######## duram_port_arb ########
duram_port_arb/port_trees.png
Scale: 4 px per um.
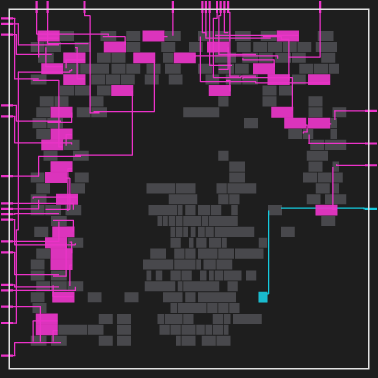

==> config.mk <==
export PLATFORM = sky130hd
export DESIGN_NAME = duram_port_arb
export DESIGN_NICKNAME = d
export VERILOG_FILES = /design/src/rtl/duram_port_arb.sv
export SDC_FILE = /design/constraint.sdc
export NUM_CORES = 1
export LEC_CHECK = 0
export CAP_MARGIN = 40
export CORE_MARGIN = 5
export CORE_UTILIZATION = 25
export DETAILED_ROUTE_END_ITERATION = 6
export PLACE_DENSITY = 0.85
export SYNTH_ARGS = -nofsm -noshare
export SYNTH_HDL_FRONTEND = slang
export SYNTH_SLANG_ARGS = --single-unit
export TNS_END_PERCENT = 100
==> constraint.sdc <==
create_clock -name clk -period 2.2 [get_ports clk]
set_input_delay 0.33 -clock clk [delete_from_list [all_inputs] [get_ports clk]]
set_output_delay 0.33 -clock clk [all_outputs]
set_load 0.03 [all_outputs]
==> src/rtl/duram_port_arb.sv <==
// Two-requester arbiter for a single-port RAM with registered read data.
// Bounded-burst fairness: the owner keeps the port for up to MAX_BURST grants while the other waits.
module duram_port_arb #(
   parameter int DATA_WIDTH = 32,
   parameter int ADDR_WIDTH = 5,
   parameter int MAX_BURST  = 4
) (
   input  logic                  clk,
   input  logic                  rst_n,
   input  logic                  req0,
   input  logic                  we0,
   input  logic [ADDR_WIDTH-1:0] addr0,
   input  logic [DATA_WIDTH-1:0] wdata0,
   input  logic                  req1,
   input  logic                  we1,
   input  logic [ADDR_WIDTH-1:0] addr1,
   input  logic [DATA_WIDTH-1:0] wdata1,
   output logic                  gnt0,
   output logic                  gnt1,
   output logic                  rvalid0,
   output logic                  rvalid1,
   output logic [DATA_WIDTH-1:0] rdata0,
   output logic [DATA_WIDTH-1:0] rdata1,
   output logic [ADDR_WIDTH-1:0] ram_addr,
   output logic [DATA_WIDTH-1:0] ram_data,
   output logic                  ram_wren,
   input  logic [DATA_WIDTH-1:0] ram_q
);

   // state | meaning
   // IDLE  | no owner; ties go to the requester not served last
   // OWN0  | requester 0 won the previous cycle, r_cnt counts its burst
   // OWN1  | requester 1 won the previous cycle, r_cnt counts its burst
   typedef enum logic [1:0] {IDLE, OWN0, OWN1} state_t;

   localparam logic [3:0] MAX_CNT = 4'(MAX_BURST);

   state_t     r_state, w_state_nxt;
   logic [3:0] r_cnt, w_cnt_nxt;
   logic       r_last, w_last_nxt;
   logic       r_rvalid0, r_rvalid1;
   logic       w_win_vld, w_win, w_is_owner;
   logic       w_gnt0, w_gnt1;

   always_comb begin
      w_win_vld = 1'b0;
      w_win     = 1'b0;
      case (r_state)
         OWN0: begin
            if (req0 && (!req1 || r_cnt < MAX_CNT)) begin
               w_win_vld = 1'b1;
               w_win     = 1'b0;
            end else if (req1) begin
               w_win_vld = 1'b1;
               w_win     = 1'b1;
            end
         end
         OWN1: begin
            if (req1 && (!req0 || r_cnt < MAX_CNT)) begin
               w_win_vld = 1'b1;
               w_win     = 1'b1;
            end else if (req0) begin
               w_win_vld = 1'b1;
               w_win     = 1'b0;
            end
         end
         default: begin
            if (req0 && req1) begin
               w_win_vld = 1'b1;
               w_win     = ~r_last;
            end else if (req0) begin
               w_win_vld = 1'b1;
               w_win     = 1'b0;
            end else if (req1) begin
               w_win_vld = 1'b1;
               w_win     = 1'b1;
            end
         end
      endcase
   end

   // Grants are masked while reset is held so the RAM sees no access in that cycle.
   assign w_gnt0     = rst_n & w_win_vld & ~w_win;
   assign w_gnt1     = rst_n & w_win_vld & w_win;
   assign w_is_owner = ((r_state == OWN0) && !w_win) || ((r_state == OWN1) && w_win);

   always_comb begin
      w_state_nxt = IDLE;
      w_cnt_nxt   = 4'd0;
      w_last_nxt  = r_last;
      if (w_win_vld) begin
         w_state_nxt = w_win ? OWN1 : OWN0;
         w_last_nxt  = w_win;
         if (w_is_owner) begin
            w_cnt_nxt = (r_cnt < MAX_CNT) ? r_cnt + 4'd1 : r_cnt;
         end else begin
            w_cnt_nxt = 4'd1;
         end
      end
   end

   always_ff @(posedge clk) begin
      if (!rst_n) begin
         r_state   <= IDLE;
         r_cnt     <= 4'd0;
         r_last    <= 1'b1;
         r_rvalid0 <= 1'b0;
         r_rvalid1 <= 1'b0;
      end else begin
         r_state   <= w_state_nxt;
         r_cnt     <= w_cnt_nxt;
         r_last    <= w_last_nxt;
         r_rvalid0 <= w_gnt0 & ~we0;
         r_rvalid1 <= w_gnt1 & ~we1;
      end
   end

   assign gnt0     = w_gnt0;
   assign gnt1     = w_gnt1;
   assign ram_addr = w_win ? addr1 : addr0;
   assign ram_data = w_win ? wdata1 : wdata0;
   assign ram_wren = (w_gnt0 & we0) | (w_gnt1 & we1);
   assign rvalid0  = r_rvalid0 & rst_n;
   assign rvalid1  = r_rvalid1 & rst_n;
   assign rdata0   = ram_q;
   assign rdata1   = ram_q;

endmodule

######## simon_decrypt_iter ########
`src/rtl/simon_decrypt_iter.sv`:
```
// Iterative Simon32/64 decryptor: on-chip key expansion, one round per clock.
// Round keys are kept across blocks until the next key load or reset.
module simon_decrypt_iter (
    input  logic        clk,
    input  logic        rst,
    input  logic        key_load,
    input  logic [63:0] keytext,
    output logic        key_ready,
    input  logic        in_valid,
    input  logic [31:0] ciphertext,
    output logic        in_ready,
    output logic        out_valid,
    output logic [31:0] plaintext,
    input  logic        out_ready
);

    typedef enum logic [2:0] {
        IDLE,
        KEYEXP,
        READY,
        DEC,
        DONE
    } state_t;

    // bit j holds z0[j]; only bits 27:0 are ever selected
    localparam logic [31:0] ZTAB = 32'h0386_A45F;

    state_t      state;
    state_t      state_nx;
    logic [15:0] rk [32];
    logic [4:0]  kcnt;
    logic [4:0]  rcnt;
    logic [15:0] x;
    logic [15:0] y;
    logic        key_acc;
    logic        ct_acc;

    logic [15:0] km1;
    logic [15:0] km3;
    logic [15:0] km4;
    logic [15:0] kt;
    logic [15:0] knew;
    logic [4:0]  zidx;
    logic [15:0] fy;
    logic [15:0] ynew;

    always_comb begin
        km1  = rk[kcnt - 5'd1];
        km3  = rk[kcnt - 5'd3];
        km4  = rk[kcnt - 5'd4];
        zidx = kcnt - 5'd4;
        kt   = {km1[2:0], km1[15:3]} ^ km3;
        knew = ~km4 ^ kt ^ {kt[0], kt[15:1]}
             ^ {15'd0, ZTAB[zidx]} ^ 16'h0003;
    end

    always_comb begin
        fy   = ({y[14:0], y[15]} & {y[7:0], y[15:8]})
             ^ {y[13:0], y[15:14]};
        ynew = x ^ fy ^ rk[rcnt];
    end

    always_comb begin
        state_nx  = state;
        key_ready = 1'b0;
        in_ready  = 1'b0;
        out_valid = 1'b0;
        key_acc   = 1'b0;
        ct_acc    = 1'b0;
        unique case (state)
            IDLE: begin
                key_ready = 1'b1;
                if (key_load) begin
                    key_acc  = 1'b1;
                    state_nx = KEYEXP;
                end
            end
            KEYEXP: begin
                if (kcnt == 5'd31) state_nx = READY;
            end
            READY: begin
                key_ready = 1'b1;
                // a pending key load wins, so ciphertext is refused
                in_ready  = ~key_load;
                if (key_load) begin
                    key_acc  = 1'b1;
                    state_nx = KEYEXP;
                end else if (in_valid) begin
                    ct_acc   = 1'b1;
                    state_nx = DEC;
                end
            end
            DEC: begin
                if (rcnt == 5'd0) state_nx = DONE;
            end
            DONE: begin
                out_valid = 1'b1;
                if (out_ready) state_nx = READY;
            end
            default: state_nx = IDLE;
        endcase
    end

    always_ff @(posedge clk or negedge rst) begin
        if (!rst) begin
            state <= IDLE;
            kcnt  <= '0;
            rcnt  <= '0;
            x     <= '0;
            y     <= '0;
            for (int i = 0; i < 32; i++) rk[i] <= '0;
        end else begin
            state <= state_nx;
            if (key_acc) begin
                rk[0] <= keytext[15:0];
                rk[1] <= keytext[31:16];
                rk[2] <= keytext[47:32];
                rk[3] <= keytext[63:48];
                kcnt  <= 5'd4;
            end else if (state == KEYEXP) begin
                rk[kcnt] <= knew;
                if (kcnt != 5'd31) kcnt <= kcnt + 5'd1;
            end
            if (ct_acc) begin
                x    <= ciphertext[31:16];
                y    <= ciphertext[15:0];
                rcnt <= 5'd31;
            end else if (state == DEC) begin
                x <= y;
                y <= ynew;
                if (rcnt != 5'd0) rcnt <= rcnt - 5'd1;
            end
        end
    end

    assign plaintext = {x, y};

endmodule

```
`config.mk`:
```
export PLATFORM = sky130hd
export DESIGN_NAME = simon_decrypt_iter
export DESIGN_NICKNAME = d
export VERILOG_FILES = /design/src/rtl/simon_decrypt_iter.sv
export SDC_FILE = /design/constraint.sdc
export NUM_CORES = 2
export LEC_CHECK = 0
export CAP_MARGIN = 10
export CORE_AREA = 8 8 240 300
export CTS_CLUSTER_SIZE = 10
export DETAILED_ROUTE_END_ITERATION = 8
export DIE_AREA = 0 0 248 308
export PLACE_DENSITY = 0.78
export RECOVER_POWER = 25
export SETUP_SLACK_MARGIN = 0.3
export SLEW_MARGIN = 30
export SYNTH_ARGS = -nofsm -noshare
export SYNTH_HDL_FRONTEND = slang
export SYNTH_SLANG_ARGS = --single-unit
```
`constraint.sdc`:
```
create_clock -name clk -period 4.15 [get_ports clk]
set_input_delay 0.83 -clock clk [delete_from_list [all_inputs] [get_ports clk]]
set_output_delay 0.83 -clock clk [all_outputs]
set_load 0.01 [all_outputs]
```
######## alu_issue_wb ########
### config.mk
export PLATFORM = sky130hd
export DESIGN_NAME = alu_issue_wb
export DESIGN_NICKNAME = d
export VERILOG_FILES = /design/src/rtl/alu_pkg.sv /design/src/rtl/regfile_2r1w.sv /design/src/rtl/alu_issue_wb.sv
export SDC_FILE = /design/constraint.sdc
export NUM_CORES = 1
export LEC_CHECK = 0
export ABC_AREA = 1
export ABC_CLOCK_PERIOD_IN_PS = 3900
export CAP_MARGIN = 20
export CORE_ASPECT_RATIO = 1.1
export CORE_MARGIN = 2
export CORE_UTILIZATION = 39
export CTS_CLUSTER_DIAMETER = 40
export CTS_CLUSTER_SIZE = 12
export DETAILED_ROUTE_END_ITERATION = 10
export SYNTH_ARGS = -nofsm -noshare
export SYNTH_HDL_FRONTEND = slang
export SYNTH_SLANG_ARGS = --single-unit
### constraint.sdc
create_clock -name clk -period 3.9 [get_ports clk]
set_clock_uncertainty 0.2 [all_clocks]
set_input_delay 0.975 -clock clk [delete_from_list [all_inputs] [get_ports clk]]
set_output_delay 0.975 -clock clk [all_outputs]
set_load 0.02 [all_outputs]
### src/rtl/alu_pkg.sv
// Shared definitions for the ALU issue/write-back slice: func codes, widths,
// immediate sign-extension and func validity.
package alu_pkg;

    localparam int DATA_W_DEF = 32;
    localparam int IMM_W      = 16;

    typedef enum logic [3:0] {
        FN_NOP = 4'd0,
        FN_ADD = 4'd1,
        FN_SUB = 4'd2,
        FN_AND = 4'd3,
        FN_OR  = 4'd4,
        FN_XOR = 4'd5,
        FN_NOT = 4'd6,
        FN_SLA = 4'd7,
        FN_SRA = 4'd8,
        FN_SRL = 4'd9
    } alu_fn_e;

    function automatic logic [DATA_W_DEF-1:0] sext_imm(input logic [IMM_W-1:0] imm);
        return {{(DATA_W_DEF-IMM_W){imm[IMM_W-1]}}, imm};
    endfunction

    function automatic logic fn_is_valid(input logic [3:0] fn);
        return (fn >= FN_ADD) && (fn <= FN_SRL);
    endfunction

endpackage

### src/rtl/regfile_2r1w.sv
// Architectural register file: two combinational read ports, one synchronous
// write port, synchronous active-low clear of every entry.
module regfile_2r1w #(
    parameter int NREGS  = 16,
    parameter int DATA_W = 32,
    parameter int ADDR_W = 4
) (
    input  logic              clk,
    input  logic              reset,
    input  logic              i_we,
    input  logic [ADDR_W-1:0] i_waddr,
    input  logic [DATA_W-1:0] i_wdata,
    input  logic [ADDR_W-1:0] i_raddr_a,
    input  logic [ADDR_W-1:0] i_raddr_b,
    output logic [DATA_W-1:0] o_rdata_a,
    output logic [DATA_W-1:0] o_rdata_b
);

    logic [DATA_W-1:0] r_mem [NREGS];

    always_ff @(posedge clk) begin
        if (!reset) begin
            for (int i = 0; i < NREGS; i++) begin
                r_mem[i] <= '0;
            end
        end else if (i_we) begin
            r_mem[i_waddr] <= i_wdata;
        end
    end

    assign o_rdata_a = r_mem[i_raddr_a];
    assign o_rdata_b = r_mem[i_raddr_b];

endmodule

### src/rtl/alu_issue_wb.sv
// Operand-issue and write-back stage around a registered ALU (E then W stage).
// Optional ALU_ISSUE_ZERO_REG_EN makes r0 a hardwired zero register.
module alu_issue_wb
    import alu_pkg::*;
#(
    parameter int DATA_W = 32,
    parameter int NREGS  = 16,
    parameter int ADDR_W = 4
) (
    input  logic              clk,
    input  logic              reset,
    // Issue: transfer when issue_valid && issue_ready at posedge clk;
    // issue_ready never looks at issue_valid.
    input  logic              issue_valid,
    output logic              issue_ready,
    input  logic [3:0]        issue_func,
    input  logic [ADDR_W-1:0] issue_rs,
    input  logic [ADDR_W-1:0] issue_rt,
    input  logic [ADDR_W-1:0] issue_rd,
    input  logic              issue_use_imm,
    input  logic [15:0]       issue_imm,
    output logic [DATA_W-1:0] alu_inp1,
    output logic [DATA_W-1:0] alu_inp2,
    output logic [3:0]        alu_func,
    input  logic [DATA_W-1:0] alu_out,
    input  logic              ld_en,
    input  logic [ADDR_W-1:0] ld_addr,
    input  logic [DATA_W-1:0] ld_data,
    output logic              ld_ready,
    output logic              wb_valid,
    output logic [ADDR_W-1:0] wb_rd,
    output logic [DATA_W-1:0] wb_data
);

    logic              r_e_valid;
    logic              r_e_writes;
    logic [ADDR_W-1:0] r_e_rd;
    logic              r_w_valid;
    logic              r_w_writes;
    logic [ADDR_W-1:0] r_w_rd;

    logic [DATA_W-1:0] w_rf_a;
    logic [DATA_W-1:0] w_rf_b;
    logic [DATA_W-1:0] w_op_a;
    logic [DATA_W-1:0] w_op_b;
    logic [DATA_W-1:0] w_imm_ext;
    logic              w_fn_valid;
    logic              w_rd_writes;
    logic              w_hazard;
    logic              w_accept;
    logic              w_ld_we;
    logic              w_rf_we;
    logic [ADDR_W-1:0] w_rf_waddr;
    logic [DATA_W-1:0] w_rf_wdata;

    regfile_2r1w #(
        .NREGS (NREGS),
        .DATA_W(DATA_W),
        .ADDR_W(ADDR_W)
    ) u_rf (
        .clk      (clk),
        .reset    (reset),
        .i_we     (w_rf_we),
        .i_waddr  (w_rf_waddr),
        .i_wdata  (w_rf_wdata),
        .i_raddr_a(issue_rs),
        .i_raddr_b(issue_rt),
        .o_rdata_a(w_rf_a),
        .o_rdata_b(w_rf_b)
    );

    assign w_imm_ext  = DATA_W'(signed'(sext_imm(issue_imm)));
    assign w_fn_valid = fn_is_valid(issue_func);

`ifdef ALU_ISSUE_ZERO_REG_EN
    // A write aimed at r0 is dropped at issue, so it never stalls or forwards.
    assign w_rd_writes = w_fn_valid && (issue_rd != '0);
    assign w_ld_we     = ld_en && ld_ready && (ld_addr != '0);
`else
    assign w_rd_writes = w_fn_valid;
    assign w_ld_we     = ld_en && ld_ready;
`endif

    assign wb_valid = r_w_valid && r_w_writes;
    assign wb_rd    = r_w_rd;
    assign wb_data  = alu_out;
    assign ld_ready = !wb_valid;

    // The W result is written to the file at the same edge a reader would
    // consume it, so it is forwarded instead of read stale.
    always_comb begin
        w_op_a = w_rf_a;
        w_op_b = w_rf_b;
        if (wb_valid && (r_w_rd == issue_rs)) begin
            w_op_a = alu_out;
        end
        if (wb_valid && (r_w_rd == issue_rt)) begin
            w_op_b = alu_out;
        end
`ifdef ALU_ISSUE_ZERO_REG_EN
        if (issue_rs == '0) begin
            w_op_a = '0;
        end
        if (issue_rt == '0) begin
            w_op_b = '0;
        end
`endif
        if (issue_use_imm) begin
            w_op_b = w_imm_ext;
        end
    end

    // E result is not yet available from the ALU, so a reader must wait one cycle.
    assign w_hazard = r_e_valid && r_e_writes &&
                      ((r_e_rd == issue_rs) || ((r_e_rd == issue_rt) && !issue_use_imm));
    assign issue_ready = !ld_en && !w_hazard;
    assign w_accept    = issue_valid && issue_ready;

    assign w_rf_we    = wb_valid || w_ld_we;
    assign w_rf_waddr = wb_valid ? r_w_rd  : ld_addr;
    assign w_rf_wdata = wb_valid ? alu_out : ld_data;

    always_ff @(posedge clk) begin
        if (!reset) begin
            r_e_valid  <= 1'b0;
            r_e_writes <= 1'b0;
            r_e_rd     <= '0;
            r_w_valid  <= 1'b0;
            r_w_writes <= 1'b0;
            r_w_rd     <= '0;
            alu_inp1   <= '0;
            alu_inp2   <= '0;
            alu_func   <= FN_NOP;
        end else begin
            r_w_valid  <= r_e_valid;
            r_w_writes <= r_e_writes;
            r_w_rd     <= r_e_rd;
            if (w_accept) begin
                r_e_valid  <= 1'b1;
                r_e_writes <= w_rd_writes;
                r_e_rd     <= issue_rd;
                alu_inp1   <= w_op_a;
                alu_inp2   <= w_op_b;
                alu_func   <= w_fn_valid ? issue_func : FN_NOP;
            end else begin
                r_e_valid  <= 1'b0;
                r_e_writes <= 1'b0;
                alu_func   <= FN_NOP;
            end
        end
    end

endmodule

######## fetch_unit_flat ########
File: config.mk
export PLATFORM = sky130hd
export DESIGN_NAME = fetch_unit_flat
export DESIGN_NICKNAME = d
export VERILOG_FILES = /design/src/rtl/fetch_unit_pkg.sv /design/src/rtl/fetch_unit_if.sv /design/src/rtl/fetch_unit_next_pc_logic.sv /design/src/rtl/fetch_unit.sv /design/src/flat_wrapper.sv
export SDC_FILE = /design/constraint.sdc
export NUM_CORES = 1
export LEC_CHECK = 0
export CAP_MARGIN = 20
export CORE_MARGIN = 2
export CORE_UTILIZATION = 43
export DETAILED_ROUTE_END_ITERATION = 8
export GPL_TIMING_DRIVEN = 1
export PLACE_DENSITY = 0.88
export SYNTH_ARGS = -nofsm -noshare
export SYNTH_HDL_FRONTEND = slang
export SYNTH_SLANG_ARGS = --single-unit
File: constraint.sdc
create_clock -name clk -period 2.7 [get_ports clk]
set_clock_uncertainty 0.1 [all_clocks]
set_input_delay 0.54 -clock clk [delete_from_list [all_inputs] [get_ports clk]]
set_output_delay 0.54 -clock clk [all_outputs]
set_load 0.02 [all_outputs]
File: src/rtl/fetch_unit_pkg.sv
// Shared definitions for the fetch/sequencing stage: opcode values,
// instruction field positions, FSM state encoding and small decode helpers.
package fetch_unit_pkg;

    // Instruction field bit positions
    localparam int OPC_MSB = 15;
    localparam int OPC_LSB = 12;
    localparam int TGT_MSB = 11;
    localparam int TGT_LSB = 8;

    // Opcodes of the 16-bit ISA
    localparam logic [3:0] OP_NOP  = 4'h0;
    localparam logic [3:0] OP_LOAD = 4'h1;
    localparam logic [3:0] OP_ADD  = 4'h2;
    localparam logic [3:0] OP_SUB  = 4'h3;
    localparam logic [3:0] OP_MOV  = 4'h4;
    localparam logic [3:0] OP_JMP  = 4'h8;
    localparam logic [3:0] OP_SUBI = 4'hB;
    localparam logic [3:0] OP_BR   = 4'hC;
    localparam logic [3:0] OP_OUT  = 4'hE;

    // Fetch FSM states
    typedef enum logic [1:0] {
        ST_IDLE   = 2'd0,
        ST_FETCH  = 2'd1,
        ST_DECODE = 2'd2,
        ST_ISSUE  = 2'd3
    } state_t;

    // Opcode field of an instruction word
    function automatic logic [3:0] opcode_of(input logic [15:0] word);
        return word[OPC_MSB:OPC_LSB];
    endfunction

    // Branch/jump target field of an instruction word
    function automatic logic [3:0] target_of(input logic [15:0] word);
        return word[TGT_MSB:TGT_LSB];
    endfunction

    // Opcodes resolved inside the fetch stage and never handed to execute
    function automatic logic is_local_op(input logic [3:0] op);
        return (op == OP_NOP) || (op == OP_JMP) || (op == OP_BR);
    endfunction

endpackage

File: src/rtl/fetch_unit_if.sv
// Bus bundle between the fetch stage, the program ROM and the execute stage.
// master = fetch unit side, slave = ROM/execute side.
interface fetch_unit_if #(
    parameter int ADDR_W = 4,
    parameter int INST_W = 16
);
    logic [ADDR_W-1:0] rom_addr;
    logic [INST_W-1:0] rom_data;
    logic [INST_W-1:0] inst;
    logic              inst_valid;
    logic              inst_ready;
    logic              zero_flag;

    modport master (
        output rom_addr,
        input  rom_data,
        output inst,
        output inst_valid,
        input  inst_ready,
        input  zero_flag
    );

    modport slave (
        input  rom_addr,
        output rom_data,
        input  inst,
        input  inst_valid,
        output inst_ready,
        output zero_flag
    );
endinterface

File: src/rtl/fetch_unit_next_pc_logic.sv
// Combinational next-PC selection: taken jmp/br load the target field,
// everything else (including an untaken br) advances by one with wrap.
module next_pc_logic
    import fetch_unit_pkg::*;
#(
    parameter int ADDR_W = 4,
    parameter int INST_W = 16
) (
    input  logic [ADDR_W-1:0] pc,
    input  logic [INST_W-1:0] ir,
    input  logic              zero_flag,
    output logic [ADDR_W-1:0] next_pc,
    output logic              taken
);

    logic [3:0]        op;
    logic [ADDR_W-1:0] target;

    // Decide between sequential advance and branch target
    always_comb begin
        op      = opcode_of(ir);
        target  = ADDR_W'(target_of(ir));
        taken   = (op == OP_JMP) || ((op == OP_BR) && zero_flag);
        next_pc = taken ? target : (pc + ADDR_W'(1));
    end

endmodule

File: src/rtl/fetch_unit.sv
// Instruction fetch and sequencing stage. Owns the program counter and the
// instruction register, resolves nop/jmp/br locally and offers every other
// instruction to execute through a valid/ready handshake.
module fetch_unit
    import fetch_unit_pkg::*;
#(
    parameter int ADDR_W = 4,
    parameter int INST_W = 16
) (
    input  logic              clk,
    input  logic              rst,
    input  logic              run,
    fetch_unit_if.master      bus,
    output logic [ADDR_W-1:0] pc,
    output logic              branch_taken
);

    state_t            state_q;
    state_t            state_d;
    logic [ADDR_W-1:0] pc_q;
    logic [INST_W-1:0] ir_q;
    logic [ADDR_W-1:0] next_pc;
    logic              taken;
    logic [3:0]        opcode;
    logic              ir_load;
    logic              pc_load;
    logic              valid_c;
    logic              taken_pulse;

    next_pc_logic #(
        .ADDR_W (ADDR_W),
        .INST_W (INST_W)
    ) u_next_pc (
        .pc        (pc_q),
        .ir        (ir_q),
        .zero_flag (bus.zero_flag),
        .next_pc   (next_pc),
        .taken     (taken)
    );

    assign opcode = opcode_of(ir_q);

    // FSM state register; reset always lands in IDLE, even mid-handshake
    always_ff @(posedge clk) begin
        if (rst) begin
            state_q <= ST_IDLE;
        end else begin
            state_q <= state_d;
        end
    end

    // Next-state and per-state control strobes
    always_comb begin
        state_d     = state_q;
        ir_load     = 1'b0;
        pc_load     = 1'b0;
        valid_c     = 1'b0;
        taken_pulse = 1'b0;
        case (state_q)
            ST_IDLE: begin
                if (run) begin
                    state_d = ST_FETCH;
                end
            end
            ST_FETCH: begin
                ir_load = 1'b1;
                state_d = ST_DECODE;
            end
            ST_DECODE: begin
                // pc advances or jumps here, so during ISSUE rom_addr
                // already points at the following instruction
                pc_load     = 1'b1;
                taken_pulse = taken;
                state_d     = is_local_op(opcode) ? ST_FETCH : ST_ISSUE;
            end
            ST_ISSUE: begin
                valid_c = 1'b1;
                if (bus.inst_ready) begin
                    state_d = ST_FETCH;
                end
            end
            default: begin
                state_d = ST_IDLE;
            end
        endcase
    end

    // Program counter, wraps modulo 2^ADDR_W through next_pc_logic
    always_ff @(posedge clk) begin
        if (rst) begin
            pc_q <= '0;
        end else if (pc_load) begin
            pc_q <= next_pc;
        end
    end

    // Instruction register; only written in FETCH so it is frozen while offered
    always_ff @(posedge clk) begin
        if (rst) begin
            ir_q <= '0;
        end else if (ir_load) begin
            ir_q <= bus.rom_data;
        end
    end

    assign bus.rom_addr   = pc_q;
    assign bus.inst       = ir_q;
    assign bus.inst_valid = valid_c;
    assign pc             = pc_q;
    assign branch_taken   = taken_pulse;

endmodule

File: src/flat_wrapper.sv
// flat-port wrapper written by rule: the top's interface ports become plain ports
module fetch_unit_flat import fetch_unit_pkg::*;
#(
    parameter int ADDR_W = 4,
    parameter int INST_W = 16
)
  (clk, rst, run, pc, branch_taken, bus_rom_addr, bus_rom_data, bus_inst, bus_inst_valid, bus_inst_ready, bus_zero_flag);
  fetch_unit_if #(.ADDR_W(ADDR_W), .INST_W(INST_W)) bus_i ();
  input  logic clk;
  input  logic rst;
  input  logic run;
  output logic [ADDR_W-1:0] pc;
  output logic branch_taken;
  output wire logic [$bits(bus_i.rom_addr)-1:0] bus_rom_addr;
  input wire logic [$bits(bus_i.rom_data)-1:0] bus_rom_data;
  output wire logic [$bits(bus_i.inst)-1:0] bus_inst;
  output wire logic [$bits(bus_i.inst_valid)-1:0] bus_inst_valid;
  input wire logic [$bits(bus_i.inst_ready)-1:0] bus_inst_ready;
  input wire logic [$bits(bus_i.zero_flag)-1:0] bus_zero_flag;
  assign bus_rom_addr = bus_i.rom_addr;
  assign bus_i.rom_data = bus_rom_data;
  assign bus_inst = bus_i.inst;
  assign bus_inst_valid = bus_i.inst_valid;
  assign bus_i.inst_ready = bus_inst_ready;
  assign bus_i.zero_flag = bus_zero_flag;
  fetch_unit #(.ADDR_W(ADDR_W), .INST_W(INST_W)) u_core (.clk(clk), .rst(rst), .run(run), .bus(bus_i), .pc(pc), .branch_taken(branch_taken));
endmodule

==> layout pictures side by side <==
Met1 routing.
shot_01.png
Scale: 2 px per um. Supply wires on this layer in grey.
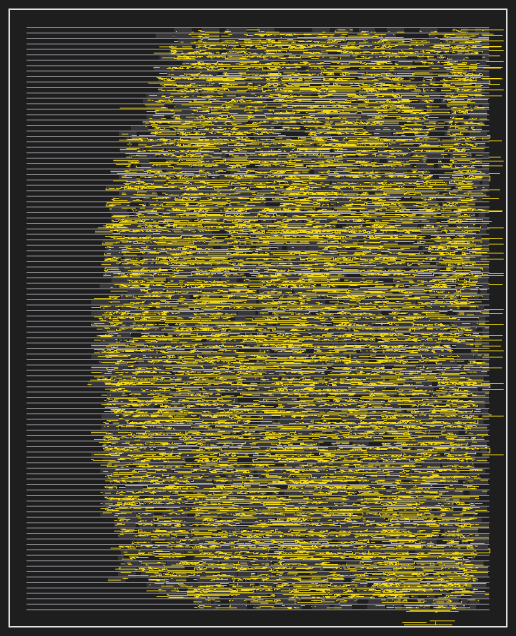
shot_02.png
Scale: 12 px per um. Supply wires on this layer in grey.
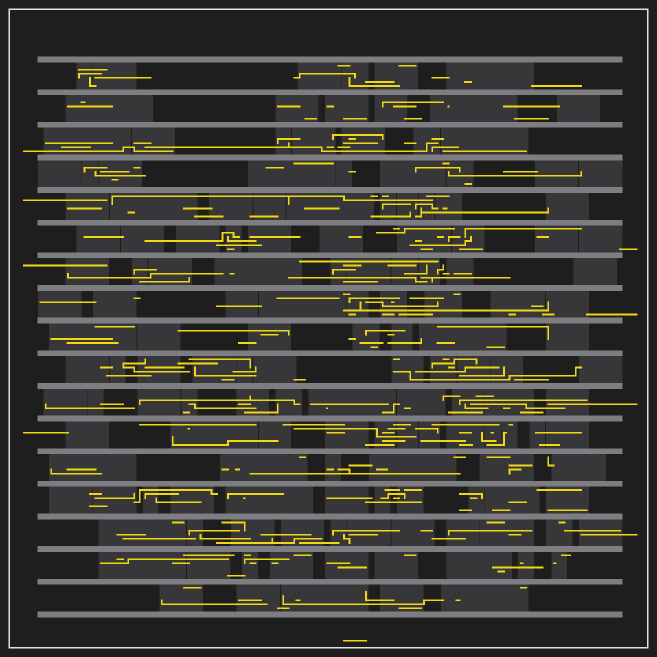
shot_03.png
Scale: 2 px per um. Supply wires on this layer in grey.
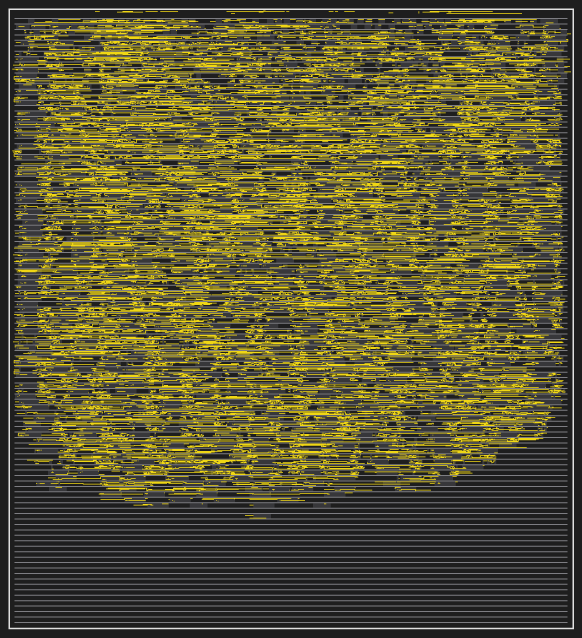
shot_04.png
Scale: 6 px per um. Supply wires on this layer in grey.
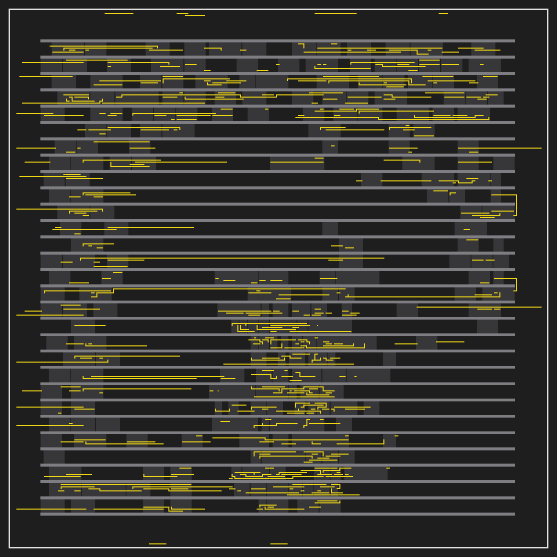
shot_02.png -> fetch_unit_flat
shot_03.png -> alu_issue_wb
shot_04.png -> duram_port_arb
shot_01.png -> simon_decrypt_iter

fetch_unit_flat/util_map.png
Scale: 8 px per um. The die is cut into 11 by 11 equal tiles; dark blue is low, red is high, 0 to 100% covered.
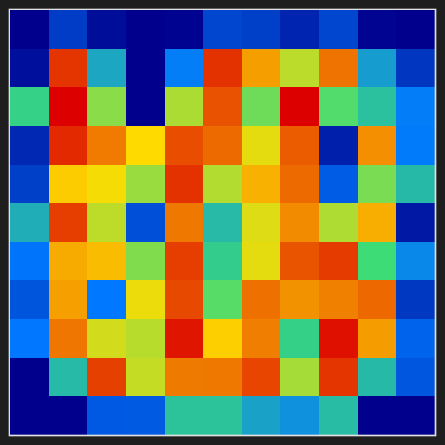
fullest tile = 100%
nearly empty tiles = 9.9%
mean over tiles = 53%

==> results.md, fetch_unit_flat <==
| Quantity | This run |
|:---|:---|
| Number of buffers inserted to repair setup after CTS | 0 |
| Overall Global Routing Usage | 18.59% |
| Fill cell count | 202 |
| Worst setup path category | in -> out |
| Outcome | completed |
| Die height | 53.09 um |
| Maximum single-stage delay on the critical path | 0.40 ns |
| Ranking of synthesized cells by instance count | dfxtp_1 (22), nor2_1 (18), mux2i_1 (16) |
| Commonest cells after routing, fill and taps aside | clkdlybuf4s50_1 (45), dfxtp_1 (22), nor2_1 (18), mux2i_1 (16), inv_1 (6) |
| Total instance count after detailed placement | 175 |
| Worst setup path end | branch_taken |
| TritonCTS sink count | 22 |
| Met3 wire len | 161 um |
| Maximum number of pins on one net before global-route repair | 18 |
| Setup TNS | 0 ns |
| Worst Min Path Start | u_core.bus.inst[4]$_SDFFE_PP0P_ |
==> fetch_unit_flat: cell type report <==
type                    count  area share (%)
well taps                  28           2.308
flip-flops and latches     22           29.02
repair buffers             49           31.99
inverters                   6           1.484
clock buffers               3           1.484
multi-input cells          70           33.72
==> fetch_unit_flat: registers in the layout (all words and copies together) (netlist names) <==
register / count
u_core.state_q: 2
u_core.bus.rom_addr: 4
u_core.bus.inst: 16
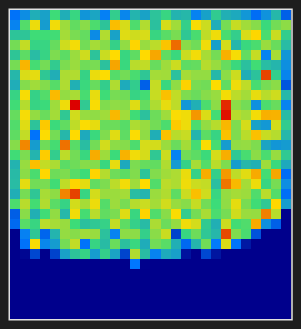
alu_issue_wb/util_map.png
Scale: 1 px per um. The die is cut into 28 by 31 equal tiles; dark blue is low, red is high, 0 to 100% covered.
mean over tiles = 44%
tiles over 75% full = 6.2%
emptiest ninth of the die = lower right

alu_issue_wb/port_trees.png
Scale: 1 px per um.
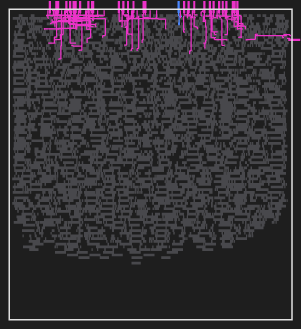
wb_data -> magenta  # bits 32, direction output, edge 31 top, 1 right, end cells 0, buffers 64, wire 1920 um
ld_en -> blue  # bits 1, direction input, edge top, end cells 1, buffers 1, wire 15.6 um

==> results.md, alu_issue_wb <==
| Quantity | This run |
|:---|:---|
| Yosys reg bits | 592 |
| Buffers on Ports | 211 |
| TritonCTS sink count | 592 |
| Net count of the finished layout | 4301 |
| Worst Min Path Start | r_e_writes$_SDFF_PN0_ |
| Main synth FF type | edfxtp_1 |
| Average wire per standard cell | 23.87 um |
| FFs & Latches | 592 |
| Number of stages on the worst hold path | 2 |
| Clk_buf instances | 111 |
| Detailed placer's ending HPWL | 71390 um |
| Yosys Instances | 4119 |
| Outcome | completed |
| CORE AREA | 0.08347 mm^2 |
| Maximum number of pins on one net before global-route repair | 199 |
| Vias in the first global route | 29075 |
| Number of detailed-route iterations in the first pass | 8 |
| Post-cts hold buffer count | 0 |
| Post-CTS clock slew at the launch and capture registers of the worst setup and hold paths | 0.05 ns |
| Crit-path max FO | 2 |
| Setup violations, final | 0 |
| Worst Hold Endpoint | r_w_writes$_SDFF_PN0_ |
| Number of buffers inserted to repair setup after CTS | 0 |
| CTS max path bufs | 3 |
alu_issue_wb: worst max-delay path: stages:
cell and delay (ns):
clkdlybuf4s50_1 0.50, inv_2 0.05, nand2_1 0.06, nor2_1 0.04
nand3_1 0.06, nand2_1 0.05, nand2_1 0.08, nand2_1 0.06
inv_1 0.06, clkdlybuf4s50_1 0.59
alu_issue_wb: metal layers:
metal / vias to the layer above / global-route usage [%]
met3: 431 / 4.441
met1: 14638 / 37.00
met2: 1769 / 46.69
met5: - / 0
met4: 0 / 18.70
li1: 13835 / -
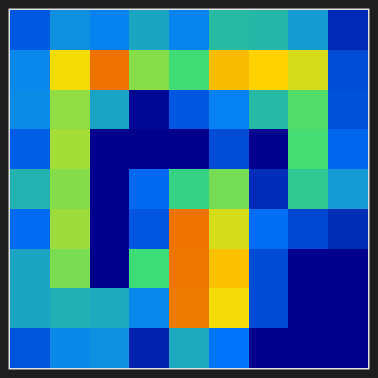
duram_port_arb/util_map.png
Scale: 4 px per um. The die is cut into 9 by 9 equal tiles; dark blue is low, red is high, 0 to 100% covered.
nearly empty tiles = 19%
emptiest ninth of the die = lower right
tiles over 75% full = 8.6%
densest ninth of the die = bottom centre
mean over tiles = 33%
fullest tile = 87%

About duram_port_arb/port_trees.png:
ram_data -> magenta  # bits 32, direction output, edge 17 left, 12 top, 3 right, end cells 32, buffers 32, wire 988 um
rvalid1 -> cyan  # bits 1, direction output, edge right, end cells 1, buffers 1, wire 42.3 um

==> results.md, duram_port_arb <==
| Quantity | This run |
|:---|:---|
| Outcome | complete, but fails checks |
| Violations in the final reports | negative setup slack |
| Detailed placer's ending HPWL | 4309 um |
| Worst hold slack | 0.4935 ns |
| FFs & Latches | 9 |
| Critical Path Sink Type | output pin |
| Horizontal extent of the die | 89.48 um |
| Yosys reg bits | 9 |
| Least setup slack across all paths after layout | -0.3128 ns |
| Simple share | 6.339% |
| Proportion of cell area occupied by multi-input gates | 32.14% |
| Vias in the first global route | 1495 |
| Clk_buf instances | 4 |
| Number of slew-limit violations in the final report | 0 |
| Slew HR | 76.35% |
| Setup violations, final | 38 |
| Synthesized-area fraction occupied by ao, oa, aoi and oai cells | 9.429% |
| FFs w/ async S/R, synth | 0% |
| Via count of the routed design | 1388 |
| Synth top cell by count | buf_4 |
| Startpoint of the most critical register-to-register path | r_state[0]$_SDFF_PN0_ |
-- duram_port_arb: cells in the final DEF, fill, tap and decap left out, types with 3 or more instances in the layout --
cell type        count
nor2_1               5
buf_12               3
buf_2                4
clkbuf_8             3
dfxtp_1              7
clkdlybuf4s15_2     10
buf_4               23
buf_6               27
inv_1                4
nor3_1               3
o21ai_0              5
and2_1               3
clkdlybuf4s50_1     80
mux2_4              37
simon_decrypt_iter/util_map.png
Scale: 1 px per um. The die is cut into 25 by 31 equal tiles; dark blue is low, red is high, 0 to 100% covered.
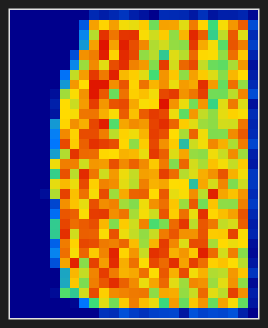
emptiest ninth of the die = upper left
fullest tile = 98%
tiles over 75% full = 44%
nearly empty tiles = 20%
mean over tiles = 56%
densest ninth of the die = centre

simon_decrypt_iter/port_trees.png
Scale: 1 px per um.
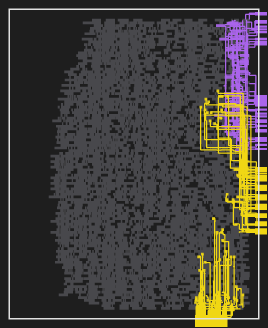
keytext -> yellow  # bits 64, direction input, edge 34 bottom, 30 right, end cells 64, buffers 64, wire 4520 um
plaintext -> purple  # bits 32, direction output, edge right, end cells 32, buffers 32, wire 2440 um

==> results.md, simon_decrypt_iter <==
| Quantity | This run |
|:---|:---|
| Outcome | complete, but fails checks |
| Violations in the final reports | max-capacitance violations, max-slew violations |
| Worst Setup SP | kcnt[0]$_DFFE_PN0P_ |
| Multiplexer fraction of the synthesized cell area | 38.24% |
| Slew HR | -77.97% |
| Die height | 308 um |
| Final core utilization | 64.61% |
| Net count of the finished layout | 3357 |
| Number of slew-limit violations in the final report | 383 |
| Top register by number of flip-flops | rk |
| Number of buffers created by CTS | 66 |
| Data required time of the critical path | 4.66 ns |
| Commonest cells after routing, fill and taps aside | nand2_1 (596), mux4_2 (580), dfrtp_1 (550), o21ai_0 (369), buf_4 (164) |
| Row count | 107 |
| Met3 wire len | 20630 um |
| Biggest registers after layout | rk x512, x x16, y x16 |
| Worst setup path end | rk[102]$_DFFE_PN0P_ |
| TritonCTS sink count | 557 |
| Met1 Use GR | 42.11% |
| Floorplan net count | 3254 |
| Worst reg2reg path endpoint | rk[102]$_DFFE_PN0P_ |
| Tally of max-capacitance violations | 5 |
| Number of buffers inserted to repair setup after CTS | 3 |
| Clk Tree Root Cell | clkbuf_16 |
## simon_decrypt_iter: cell type report
type                       instances  area (um^2)  area share, %
clock inverter                     7        76.32         0.1754
inverter                           7        42.54        0.09777
tap                              872         1091          2.508
clock buffer                      75         1717          3.945
sequential                       557        13960          32.09
antenna                            1        2.502       0.005751
multi-input combinational       2248        22830          52.47
timing repair buffer             365         3789          8.708


==> gallery <==
Cell placement.
picture 1
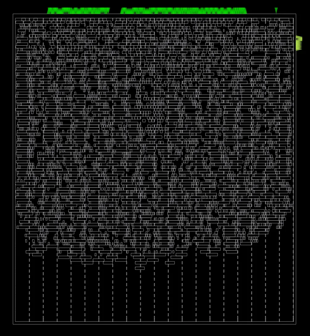
picture 2
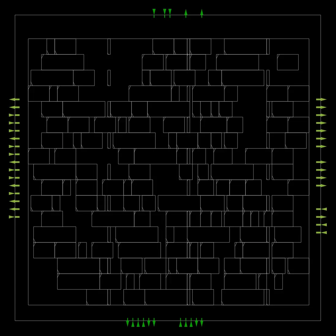
picture 3
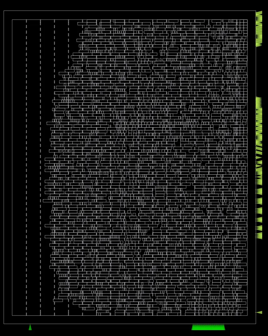
picture 4
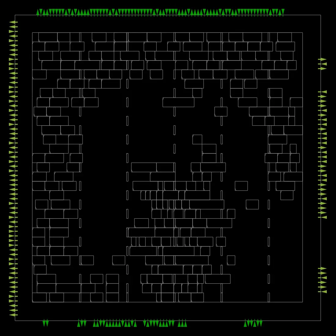
Picture 2 is fetch_unit_flat.
Picture 1 is alu_issue_wb.
Picture 3 is simon_decrypt_iter.
Picture 4 is duram_port_arb.
Of these, fewest cells: picture 2
Of these, most cells: picture 1

